# cla_mp_add_ctrl

==> cla_mp_add_ctrl/met1.png <==
(4 px per µm) Supply wires on this layer in gray. Cells faint in the background.
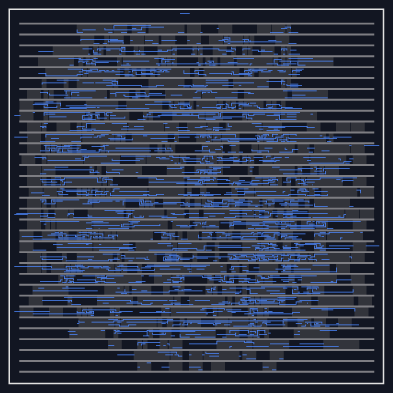
`src/rtl/cla_mp_add_ctrl.sv`:
```
// Multi-precision add/subtract sequencer around a single 6-bit carry-lookahead adder.
// One limb is processed per cycle, LSB limb first; the limb carry is registered between cycles.
// Optional feature macro: CLA_MP_SUB_EN enables subtraction (a - b).
// With the macro undefined, the sub input is ignored.
module cla_mp_add_ctrl #(
  parameter int unsigned LIMBS = 4,
  localparam int unsigned W    = 6 * LIMBS,
  localparam int unsigned IdxW = (LIMBS > 1) ? $clog2(LIMBS) : 1
) (
  input  logic         clk,
  input  logic         rst,
  input  logic         start,
  input  logic         sub,
  input  logic [W-1:0] a,
  input  logic [W-1:0] b,
  output logic         busy,
  output logic         done,
  output logic [W-1:0] sum,
  output logic         c_out,
  output logic         ovf
);

  typedef enum logic [1:0] {StIdle, StRun, StDone} state_e;

  state_e          state_q, state_d;
  logic [IdxW-1:0] idx_q, idx_d;
  logic            carry_q, carry_d;
  logic [W-1:0]    a_q, a_d, b_q, b_d, sum_q, sum_d;
  logic            c_out_q, c_out_d, ovf_q, ovf_d;

  logic            sub_new;  // effective subtract flag to latch on start
  logic            sub_eff;  // effective subtract flag of the running operation
  logic [5:0]      a_limb, b_limb, add_sum, g, p;
  logic [6:0]      cc;
  logic            add_co, b_msb_eff, last;

`ifdef CLA_MP_SUB_EN
  logic sub_q, sub_d;

  // Subtract flag register, loaded on an accepted start.
  always_ff @(posedge clk or posedge rst) begin
    if (rst) sub_q <= 1'b0;
    else     sub_q <= sub_d;
  end

  // Latch sub only when a new operation is accepted.
  always_comb begin
    sub_new = sub;
    sub_eff = sub_q;
    sub_d   = sub_q;
    if (start && (state_q != StRun)) sub_d = sub;
  end

  // Subtract feeds the inverted B limb; the +1 comes from the initial carry.
  always_comb begin
    a_limb    = a_q[idx_q*6 +: 6];
    b_limb    = b_q[idx_q*6 +: 6] ^ {6{sub_eff}};
    b_msb_eff = b_q[W-1] ^ sub_eff;
  end
`else
  logic unused_sub;
  assign unused_sub = sub;
  assign sub_new    = 1'b0;
  assign sub_eff    = 1'b0;

  // Add-only build: B limb goes to the adder unmodified.
  always_comb begin
    a_limb    = a_q[idx_q*6 +: 6];
    b_limb    = b_q[idx_q*6 +: 6];
    b_msb_eff = b_q[W-1];
  end
`endif

  // 6-bit carry-lookahead adder: each carry is a flat sum of generate/propagate products.
  always_comb begin
    logic cy;
    logic term;
    g     = a_limb & b_limb;
    p     = a_limb ^ b_limb;
    cc    = '0;
    cc[0] = carry_q;
    cy    = 1'b0;
    term  = 1'b0;
    for (int i = 0; i < 6; i++) begin
      term = carry_q;
      for (int k = 0; k <= i; k++) term = term & p[k];
      cy = term;
      for (int j = 0; j <= i; j++) begin
        term = g[j];
        for (int k = j + 1; k <= i; k++) term = term & p[k];
        cy = cy | term;
      end
      cc[i+1] = cy;
    end
    add_sum = p ^ cc[5:0];
    add_co  = cc[6];
  end

  // State and datapath registers; reset aborts any operation in flight.
  always_ff @(posedge clk or posedge rst) begin
    if (rst) begin
      state_q <= StIdle;
      idx_q   <= '0;
      carry_q <= 1'b0;
      a_q     <= '0;
      b_q     <= '0;
      sum_q   <= '0;
      c_out_q <= 1'b0;
      ovf_q   <= 1'b0;
    end else begin
      state_q <= state_d;
      idx_q   <= idx_d;
      carry_q <= carry_d;
      a_q     <= a_d;
      b_q     <= b_d;
      sum_q   <= sum_d;
      c_out_q <= c_out_d;
      ovf_q   <= ovf_d;
    end
  end

  assign last = (idx_q == IdxW'(LIMBS - 1));

  // Next-state: accept start in IDLE/DONE, step one limb per cycle in RUN.
  always_comb begin
    state_d = state_q;
    idx_d   = idx_q;
    carry_d = carry_q;
    a_d     = a_q;
    b_d     = b_q;
    sum_d   = sum_q;
    c_out_d = c_out_q;
    ovf_d   = ovf_q;
    unique case (state_q)
      StIdle, StDone: begin
        if (start) begin
          state_d = StRun;
          a_d     = a;
          b_d     = b;
          idx_d   = '0;
          carry_d = sub_new;
          sum_d   = '0;
          c_out_d = 1'b0;
          ovf_d   = 1'b0;
        end else if (state_q == StDone) begin
          state_d = StIdle;
        end
      end
      StRun: begin
        sum_d[idx_q*6 +: 6] = add_sum;
        carry_d             = add_co;
        idx_d               = idx_q + 1'b1;
        if (last) begin
          state_d = StDone;
          c_out_d = add_co;
          ovf_d   = (a_q[W-1] == b_msb_eff) && (add_sum[5] != a_q[W-1]);
        end
      end
      default: state_d = StIdle;
    endcase
  end

  assign busy  = (state_q == StRun);
  assign done  = (state_q == StDone);
  assign sum   = sum_q;
  assign c_out = c_out_q;
  assign ovf   = ovf_q;

endmodule

```
`config.mk`:
```
export PLATFORM = sky130hd
export DESIGN_NAME = cla_mp_add_ctrl
export DESIGN_NICKNAME = d
export VERILOG_FILES = /design/src/rtl/cla_mp_add_ctrl.sv
export SDC_FILE = /design/constraint.sdc
export NUM_CORES = 1
export LEC_CHECK = 0
export CORE_MARGIN = 2
export CORE_UTILIZATION = 49
export DETAILED_ROUTE_END_ITERATION = 8
export PLACE_DENSITY = 0.77
export RECOVER_POWER = 25
export SETUP_SLACK_MARGIN = 0.5
export SYNTH_ARGS = -nofsm -noshare
export SYNTH_HDL_FRONTEND = slang
export SYNTH_SLANG_ARGS = --single-unit
export TNS_END_PERCENT = 100
```
`constraint.sdc`:
```
create_clock -name clk -period 6.7 [get_ports clk]
set_input_delay 2.01 -clock clk [delete_from_list [all_inputs] [get_ports clk]]
set_output_delay 2.01 -clock clk [all_outputs]
set_load 0.02 [all_outputs]
```
==> Slide: Implementation Results <==
Flow Results at a Glance

Final layout
  • Reg area: about 0.0020 mm²
  • Final non-filler cell total: just under 600
  • Repair and plain buffers: 81
  • Layout clock buffers: 10

Synth
  • Syn Nets: 477
  • Synthesized-area fraction occupied by adder cells: 0.0469
  • Mean Syn Cell Area: between 9 and 10 µm²

Pwr
  • Share of total power in sequential cells: 0.289
  • Logic pwr share: 0.576
  • Switch share: 0.457

CTS
  • Post_cts resized: 0

Job
  • Max-cap viol count: 1

STA
  • Max-slew violation count: between 50 and 60

Critical path
  • Reg2reg start: idx_q[0]$_DFFE_PP0P_
  • Critical path fanouts, max: roughly 53

Route
  • Met1 WL: around 3800 µm

Outcome
  • Failing checks: max-capacitance violations, max-slew violations
  • Status: finished, violations left
About cla_mp_add_ctrl/met1.png:
longest straight run: 34.0 µm
share of all routed wire: 43%
wire length on this layer: 3830 µm
main direction: horizontal
GR Layer Usage met1: 0.286
Routed WL: 8930 µm
vias: 3214

==> cells in the mapped netlist, types with 3 or more instances <==
library cell	instances
nand2_1	167
ha_1	13
buf_1	3
a22oi_1	3
o211ai_1	3
a22o_1	6
and3_1	3
clkbuf_1	14
o21ai_0	13
nor2b_1	5
a21oi_1	8
dfrtp_1	79
nand2b_1	5
a32o_1	4
buf_2	3
nor2_1	9
inv_1	7
o21ai_1	3
nand3_1	10
mux4_2	12
nor3_1	6
==> worst min path at each step <==
| stage | startpoint | to | slack [ns] |
|---|---|---|---|
| after global routing | b_q[12]$_DFFE_PP0P_ | b_q[12]$_DFFE_PP0P_ | 0.50 |
| after global placement | b_q[20]$_DFFE_PP0P_ | b_q[20]$_DFFE_PP0P_ | 0.45 |
| after floorplan | a_q[12]$_DFFE_PP0P_ | a_q[12]$_DFFE_PP0P_ | 0.44 |
| after detailed placement | a_q[15]$_DFFE_PP0P_ | a_q[15]$_DFFE_PP0P_ | 0.46 |
| final | b_q[22]$_DFFE_PP0P_ | b_q[22]$_DFFE_PP0P_ | 0.47 |
| after CTS | b_q[22]$_DFFE_PP0P_ | b_q[22]$_DFFE_PP0P_ | 0.48 |

# puzzle_move_ctrl

==> puzzle_move_ctrl/met1.png <==
(3 px per µm) Supply wires on this layer in gray. Cells faint in the background.
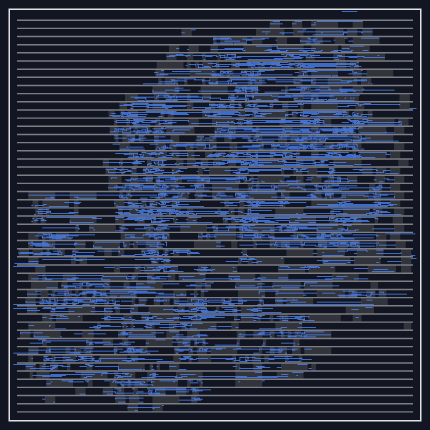
==> puzzle_move_ctrl/met2.png <==
(3 px per µm)
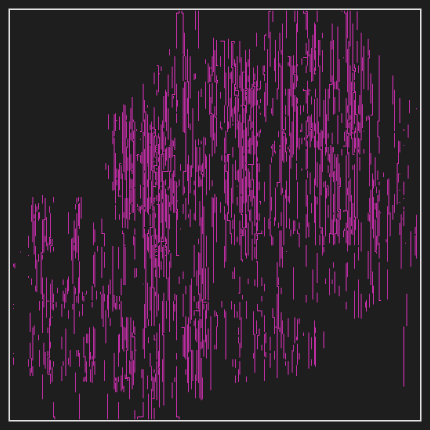
--- config.mk ---
export PLATFORM = sky130hd
export DESIGN_NAME = puzzle_move_ctrl
export DESIGN_NICKNAME = d
export VERILOG_FILES = /design/src/rtl/puzzle_move_ctrl.sv
export SDC_FILE = /design/constraint.sdc
export NUM_CORES = 1
export LEC_CHECK = 0
export ABC_AREA = 0
export CAP_MARGIN = 20
export CELL_PAD_IN_SITES_DETAIL_PLACEMENT = 1
export CELL_PAD_IN_SITES_GLOBAL_PLACEMENT = 2
export CORE_MARGIN = 2
export CORE_UTILIZATION = 30
export DETAILED_ROUTE_END_ITERATION = 7
export PLACE_DENSITY = 0.79
export SLEW_MARGIN = 20
export SYNTH_ARGS = -nofsm -noshare
export SYNTH_HDL_FRONTEND = slang
export SYNTH_SLANG_ARGS = --single-unit
--- constraint.sdc ---
create_clock -name clk -period 4.56 [get_ports clk]
set_input_delay 1.368 -clock clk [delete_from_list [all_inputs] [get_ports clk]]
set_output_delay 1.368 -clock clk [all_outputs]
set_load 0.02 [all_outputs]
--- src/rtl/puzzle_move_ctrl.sv ---
// 8-puzzle game controller: button-edge moves, LFSR shuffle, BCD move counter
// and solved detection for a 3x3 board register.
module puzzle_move_ctrl #(
    parameter int unsigned SHUFFLE_MOVES = 64,
    parameter logic [15:0] LFSR_SEED     = 16'hACE1
) (
    input  logic        clk,
    input  logic        rst_n,
    input  logic [4:0]  btn,
    output logic [35:0] board,
    output logic [3:0]  blank_pos,
    output logic [15:0] move_cnt,
    output logic        solved,
    output logic        busy
);

    localparam logic [35:0] GOAL      = 36'h0_8765_4321;
    localparam logic [15:0] SEED      = (LFSR_SEED == 16'h0000) ? 16'h0001 : LFSR_SEED;
    localparam logic [7:0]  SHUF_LOAD = 8'(SHUFFLE_MOVES);

    localparam logic [1:0] SOLVED = 2'd0;
    localparam logic [1:0] SHUF   = 2'd1;
    localparam logic [1:0] IDLE   = 2'd2;

    logic [1:0]  state;
    logic [4:0]  btn_q;
    logic [15:0] lfsr;
    logic [7:0]  shuf_cnt;

    logic [4:0]  rise;
    logic [1:0]  dir;
    logic        dir_valid;
    logic [1:0]  col;
    logic        legal;
    logic [3:0]  new_pos;
    logic        do_move;
    logic [3:0]  tile;
    logic [35:0] board_nxt;
    logic [15:0] bcd_nxt;
    logic        carry;

    assign rise    = btn & ~btn_q;
    assign do_move = dir_valid & legal;
    assign solved  = (state == SOLVED);
    assign busy    = (state == SHUF);

    // Direction source: LFSR while shuffling, highest-priority rise while playing.
    always_comb begin
        dir_valid = 1'b0;
        dir       = 2'd0;
        if (state == SHUF) begin
            dir_valid = 1'b1;
            dir       = lfsr[1:0];
        end else if (state == IDLE) begin
            if (rise[0]) begin
                dir_valid = 1'b1;
                dir       = 2'd0;
            end else if (rise[1]) begin
                dir_valid = 1'b1;
                dir       = 2'd1;
            end else if (rise[2]) begin
                dir_valid = 1'b1;
                dir       = 2'd2;
            end else if (rise[3]) begin
                dir_valid = 1'b1;
                dir       = 2'd3;
            end
        end
    end

    always_comb begin
        case (blank_pos)
            4'd0, 4'd3, 4'd6: col = 2'd0;
            4'd1, 4'd4, 4'd7: col = 2'd1;
            default:          col = 2'd2;
        endcase
    end

    always_comb begin
        legal   = 1'b0;
        new_pos = blank_pos;
        case (dir)
            2'd0: if (blank_pos >= 4'd3) begin legal = 1'b1; new_pos = blank_pos - 4'd3; end
            2'd1: if (blank_pos <= 4'd5) begin legal = 1'b1; new_pos = blank_pos + 4'd3; end
            2'd2: if (col != 2'd0)       begin legal = 1'b1; new_pos = blank_pos - 4'd1; end
            default: if (col != 2'd2)    begin legal = 1'b1; new_pos = blank_pos + 4'd1; end
        endcase
    end

    // Neighbour tile slides into the old blank slot; the new slot becomes blank.
    always_comb begin
        tile = 4'h0;
        for (int unsigned i = 0; i < 9; i++) begin
            if (4'(i) == new_pos) tile = board[4*i +: 4];
        end
        board_nxt = board;
        for (int unsigned i = 0; i < 9; i++) begin
            if (4'(i) == blank_pos)    board_nxt[4*i +: 4] = tile;
            else if (4'(i) == new_pos) board_nxt[4*i +: 4] = 4'h0;
        end
    end

    always_comb begin
        bcd_nxt = move_cnt;
        carry   = 1'b1;
        if (move_cnt != 16'h9999) begin
            for (int unsigned i = 0; i < 4; i++) begin
                if (carry) begin
                    if (move_cnt[4*i +: 4] == 4'd9) begin
                        bcd_nxt[4*i +: 4] = 4'd0;
                    end else begin
                        bcd_nxt[4*i +: 4] = move_cnt[4*i +: 4] + 4'd1;
                        carry = 1'b0;
                    end
                end
            end
        end
    end

    always_ff @(posedge clk or negedge rst_n) begin
        if (!rst_n) begin
            state     <= SOLVED;
            btn_q     <= '0;
            lfsr      <= SEED;
            shuf_cnt  <= '0;
            board     <= GOAL;
            blank_pos <= 4'd8;
            move_cnt  <= '0;
        end else begin
            btn_q <= btn;
            lfsr  <= {lfsr[14:0], lfsr[15] ^ lfsr[13] ^ lfsr[12] ^ lfsr[10]};
            case (state)
                SOLVED: begin
                    if (rise[4]) begin
                        state    <= SHUF;
                        shuf_cnt <= SHUF_LOAD;
                    end
                end
                SHUF: begin
                    if (do_move) begin
                        board     <= board_nxt;
                        blank_pos <= new_pos;
                        shuf_cnt  <= shuf_cnt - 8'd1;
                        if (shuf_cnt == 8'd1) begin
                            move_cnt <= '0;
                            state    <= IDLE;
                        end
                    end
                end
                IDLE: begin
                    if (board == GOAL) begin
                        state <= SOLVED;
                    end else if (rise[4]) begin
                        state    <= SHUF;
                        shuf_cnt <= SHUF_LOAD;
                    end else if (do_move) begin
                        board     <= board_nxt;
                        blank_pos <= new_pos;
                        move_cnt  <= bcd_nxt;
                    end
                end
                default: state <= SOLVED;
            endcase
        end
    end

endmodule
==> Slide: Implementation Results <==
Flow Results at a Glance

Critical path
  • Critical path class: in -> reg
  • CP endpoint: board[1]$_DFFE_PN0P_
  • Worst EP required: approximately 4.8 ns

STA
  • Fin crit share: 0.947
  • Fmax achieved: roughly 0.23 GHz

Route
  • DR vias/cell: about 5.6
  • Drt wl/cell: 19.3 µm
  • DR DRC count: 0
  • Initial DRC Count: between 300 and 400

Synth
  • Comb area leader: simple AND/OR/NAND/NOR gates
  • #FFs+latches synth: 87
  • Cell type with the largest total area: dfrtp_1

Die
  • Chip area: between 0.015 and 0.02 mm²

Pwr
  • Clock net power: approximately 0.76 mW
  • Switch Pwr: between 2 and 2.5 mW

Outcome
  • Status: complete, no violations
## Picture notes: puzzle_move_ctrl/met1.png
longest straight run: 42.8 µm
nets with wire on the layer: 598
wire length on this layer: 7890 µm
main direction: horizontal
share of all routed wire: 47%
GR Layer Usage met1: 0.252
Routed WL: 16900 µm
vias: 4925

## Picture notes: puzzle_move_ctrl/met2.png
wire length on this layer: 8120 µm
nets with wire on the layer: 609
main direction: vertical
share of all routed wire: 48%
longest straight run: 46.2 µm
met2 Use GR: 0.314

cells in the mapped netlist, drive strengths merged, types with 7 or more instances:
cell / n
or3: 7
ha: 19
xnor2: 8
a22o: 20
inv: 22
dfrtp: 65
o21ai: 42
nand2: 73
buf: 15
nand2b: 8
nor4: 7
nand4: 8
and2: 10
nor2: 33
mux2i: 16
nor2b: 7
clkbuf: 7
dfstp: 22
a21oi: 12
nor3: 15
nand3: 21
layer usage:
| metal | vias to the layer above | wire [µm] | track usage |
|---|---|---|---|
| met5 | - | 0 | 0 |
| met4 | 0 | 246 | 0.0590 |
| met3 | 25 | 655 | 0.0289 |
| met2 | 141 | 8120 | 0.314 |
| met1 | 2536 | 7890 | 0.252 |
| li1 | 2223 | - | - |
worst max-delay path, cell delays in order:
cell             delay (ns)
clkdlybuf4s50_1        0.51
nand2b_1               0.16
a2111oi_4              0.48
buf_4                  0.20
o21ai_0                0.10
o2111a_1               0.16
or2_0                  0.23
or4_1                  0.62
buf_4                  0.21
or2_1                  0.33
nand2_1                0.13
o21ai_1                0.06
state kept, by name, summed over array words and instances (netlist names):
register and flops:
board 36, lfsr 16, move_cnt 16, shuf_cnt 8, btn_q 5, blank_pos 4
state 2

# bcd_conv_seq

==> bcd_conv_seq/clock_map.png <==
(4 px per µm)
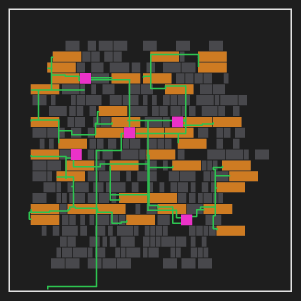
==> bcd_conv_seq/met1.png <==
(6 px per µm) Supply wires on this layer in gray. Cells faint in the background.
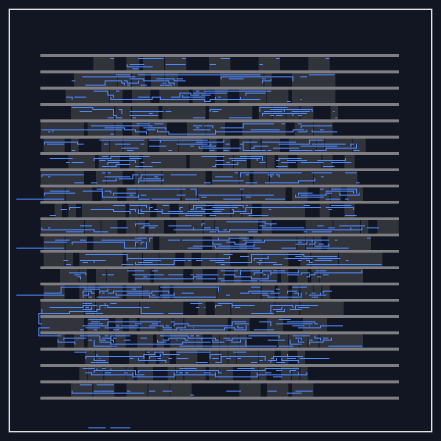
==> bcd_conv_seq/final_congestion.png <==
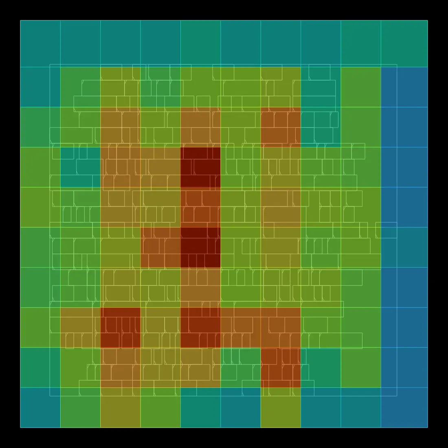
--- src/rtl/bcd_conv_seq.sv ---
// Sequential binary-to-BCD converter (shift-add-3 / double dabble).
// One binary word is accepted per in_valid/in_ready handshake, shifted one bit per clock,
// and the packed BCD result is offered under an out_valid/out_ready handshake.
module bcd_conv_seq #(
  parameter int unsigned IN_W   = 9,
  parameter int unsigned DIGITS = 3
) (
  input  logic                  clk_i,
  input  logic                  rst_i,
  input  logic                  in_valid_i,
  input  logic [IN_W-1:0]       in_bin_i,
  output logic                  in_ready_o,
  output logic                  out_valid_o,
  output logic [4*DIGITS-1:0]   out_bcd_o,
  input  logic                  out_ready_i
);

  localparam int unsigned BcdW = 4 * DIGITS;
  localparam int unsigned CntW = $clog2(IN_W + 1);
  // Decimal digits of 2**IN_W-1 equal floor(IN_W*log10(2))+1 (2**n is never a power of ten).
  localparam int unsigned MinDigits = (IN_W * 30103) / 100000 + 1;

  if (IN_W < 1) begin : g_bad_width
    $error("bcd_conv_seq: IN_W must be at least 1");
  end
  if (DIGITS < MinDigits) begin : g_bad_digits
    $error("bcd_conv_seq: DIGITS too small to hold 2**IN_W-1");
  end

  typedef enum logic [1:0] {StIdle, StShift, StDone} state_e;

  state_e            state_q, state_d;
  logic [IN_W-1:0]   bin_q, bin_d;
  logic [BcdW-1:0]   bcd_q, bcd_d;
  logic [CntW-1:0]   cnt_q, cnt_d;
  logic [BcdW-1:0]   out_q, out_d;

  logic [BcdW-1:0]   bcd_adj;
  logic [BcdW-1:0]   bcd_shift;
  logic [IN_W-1:0]   bin_shift;

  // Add 3 to every nibble >= 5 in parallel; a nibble <= 9 never carries into its neighbour.
  always_comb begin
    bcd_adj = bcd_q;
    for (int k = 0; k < int'(DIGITS); k++) begin
      if (bcd_q[4*k +: 4] >= 4'd5) begin
        bcd_adj[4*k +: 4] = bcd_q[4*k +: 4] + 4'd3;
      end
    end
  end

  // {bcd, bin} shifted left by one: the binary MSB moves into the BCD LSB.
  assign bcd_shift = {bcd_adj[BcdW-2:0], bin_q[IN_W-1]};
  assign bin_shift = bin_q << 1;

  // Next-state logic: accept in IDLE, IN_W shift cycles, hold result in DONE.
  always_comb begin
    state_d = state_q;
    bin_d   = bin_q;
    bcd_d   = bcd_q;
    cnt_d   = cnt_q;
    out_d   = out_q;
    unique case (state_q)
      StIdle: begin
        if (in_valid_i) begin
          bin_d   = in_bin_i;
          bcd_d   = '0;
          cnt_d   = CntW'(IN_W);
          state_d = StShift;
        end
      end
      StShift: begin
        bin_d = bin_shift;
        bcd_d = bcd_shift;
        cnt_d = cnt_q - CntW'(1);
        if (cnt_q == CntW'(1)) begin
          out_d   = bcd_shift;
          state_d = StDone;
        end
      end
      StDone: begin
        if (out_ready_i) begin
          state_d = StIdle;
        end
      end
      default: state_d = StIdle;
    endcase
  end

  // State registers with synchronous active-high reset.
  always_ff @(posedge clk_i) begin
    if (rst_i) begin
      state_q <= StIdle;
      bin_q   <= '0;
      bcd_q   <= '0;
      cnt_q   <= '0;
      out_q   <= '0;
    end else begin
      state_q <= state_d;
      bin_q   <= bin_d;
      bcd_q   <= bcd_d;
      cnt_q   <= cnt_d;
      out_q   <= out_d;
    end
  end

  assign in_ready_o  = (state_q == StIdle);
  assign out_valid_o = (state_q == StDone);
  assign out_bcd_o   = out_q;

endmodule

--- config.mk ---
export PLATFORM = sky130hd
export DESIGN_NAME = bcd_conv_seq
export DESIGN_NICKNAME = d
export VERILOG_FILES = /design/src/rtl/bcd_conv_seq.sv
export SDC_FILE = /design/constraint.sdc
export NUM_CORES = 1
export LEC_CHECK = 0
export CAP_MARGIN = 20
export CORE_MARGIN = 5
export CORE_UTILIZATION = 54
export DETAILED_ROUTE_END_ITERATION = 7
export PLACE_DENSITY = 0.84
export REMOVE_ABC_BUFFERS = 1
export SLEW_MARGIN = 20
export SYNTH_ARGS = -nofsm -noshare
export SYNTH_HDL_FRONTEND = slang
export SYNTH_SLANG_ARGS = --single-unit
--- constraint.sdc ---
create_clock -name clk_i -period 2.2 [get_ports clk_i]
set_clock_uncertainty 0.2 [all_clocks]
set_input_delay 0.44 -clock clk_i [delete_from_list [all_inputs] [get_ports clk_i]]
set_output_delay 0.44 -clock clk_i [all_outputs]
set_load 0.005 [all_outputs]
==> Slide: Implementation Results <==
Flow Results at a Glance

Synth
  • Area leader share: 0.400
  • Ys async rst share: 0
  • Mapped Area: roughly 0.002 mm²

CTS
  • Clock-pin slew on the worst setup and hold paths: around 0.12 ns
  • Post_cts resized: 0
  • CTS Buf Count: 5

Critical path
  • R2R setup slack: ~0.33 ns
  • R2r endpoint: out_bcd_o[6]$_SDFFE_PP0P_
  • Critical Path Start Type: register

Final layout
  • Final non-filler cell total: 301
  • Reg area: 781 µm²
  • Finished Cell Area: approximately 0.0023 mm²

Route
  • Met1 WL: ~1900 µm
  • Highest Signal Layer: met4

Die
  • Core Area: around 0.0034 mm²
  • Die width: 70.1 µm

Outcome
  • Status: complete, no violations

Global routing
  • Vias in the first global route: roughly 1500
  • Met3 usage: 0.0430
Notes on bcd_conv_seq/clock_map.png above:
legend:
  flip-flops:
    color: orange
    count: 39
  clock wires:
    color: green
    length: 458 µm
  cells driving clock nets:
    color: magenta
    count: 5
routed clock nets: 6
Clock Power Share: 0.258
Clock net power: 0.351 mW
clk latency of the worst-skew pair: 0.35 ns

Notes on bcd_conv_seq/met1.png above:
longest straight run: 22.1 µm
nets with wire on the layer: 257
wire length on this layer: 1870 µm
share of all routed wire: 49%
vias: 1646
Routed WL: 3840 µm
GR Layer Usage met1: 0.222

Notes on bcd_conv_seq/final_congestion.png above:
All-Layer GR Usage: 0.167
drt wl/cell: 12.8 µm

## report_power, final
| part | total [mW] | internal [mW] | leakage [nW] | switching [mW] |
|---|---|---|---|---|
| registers | 0.770 | 0.742 | 0.318 | 0.0283 |
| clock network | 0.351 | 0.125 | 0.0293 | 0.226 |
| logic | 0.239 | 0.119 | 0.491 | 0.120 |
## final cells by class
| type | instances | share of cell area |
|---|---|---|
| Timing Repair Buffer | 37 | 0.149 |
| Clock inverter | 1 | 0.00217 |
| Inverter | 14 | 0.0228 |
| Tap cell | 46 | 0.0249 |
| Multi-Input combinational cell | 157 | 0.444 |
| Clock buffer | 7 | 0.0195 |
| Sequential cell | 39 | 0.338 |
## how the worst min path moves through the flow
stage / cells past startpoint / to
after CTS: 2 / bcd_q[11]$_SDFFE_PP0P_
after detailed placement: 2 / out_bcd_o[10]$_SDFFE_PP0P_
after floorplan: 2 / bcd_q[11]$_SDFFE_PP0P_
after global routing: 2 / out_bcd_o[10]$_SDFFE_PP0P_
after global placement: 2 / out_bcd_o[9]$_SDFFE_PP0P_
final: 2 / bcd_q[11]$_SDFFE_PP0P_


## Gallery

Signal wires on met3.
(a)
(6 px per µm) Cells faint in the background.
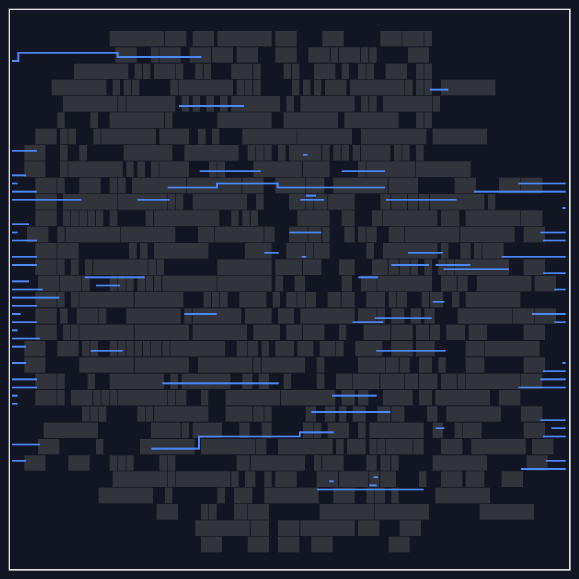
(b)
(8 px per µm) Cells faint in the background.
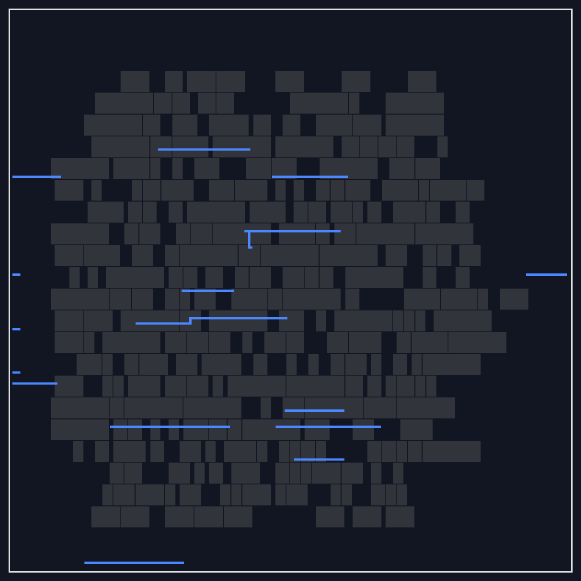
(c)
(4 px per µm) Cells faint in the background.
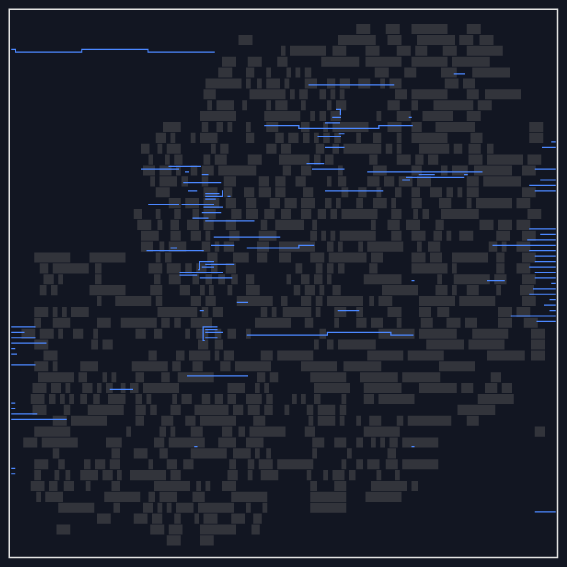
puzzle_move_ctrl -> (c)
bcd_conv_seq -> (b)
cla_mp_add_ctrl -> (a)
Of these, largest die: (c)
Of these, smallest die: (b)

Key to (c):
share of all routed wire: 3.9%
longest straight run: 28.5 µm
wire length on this layer: 655 µm
nets with wire on the layer: 80
main direction: horizontal

Power and IR drop assume default switching activity.
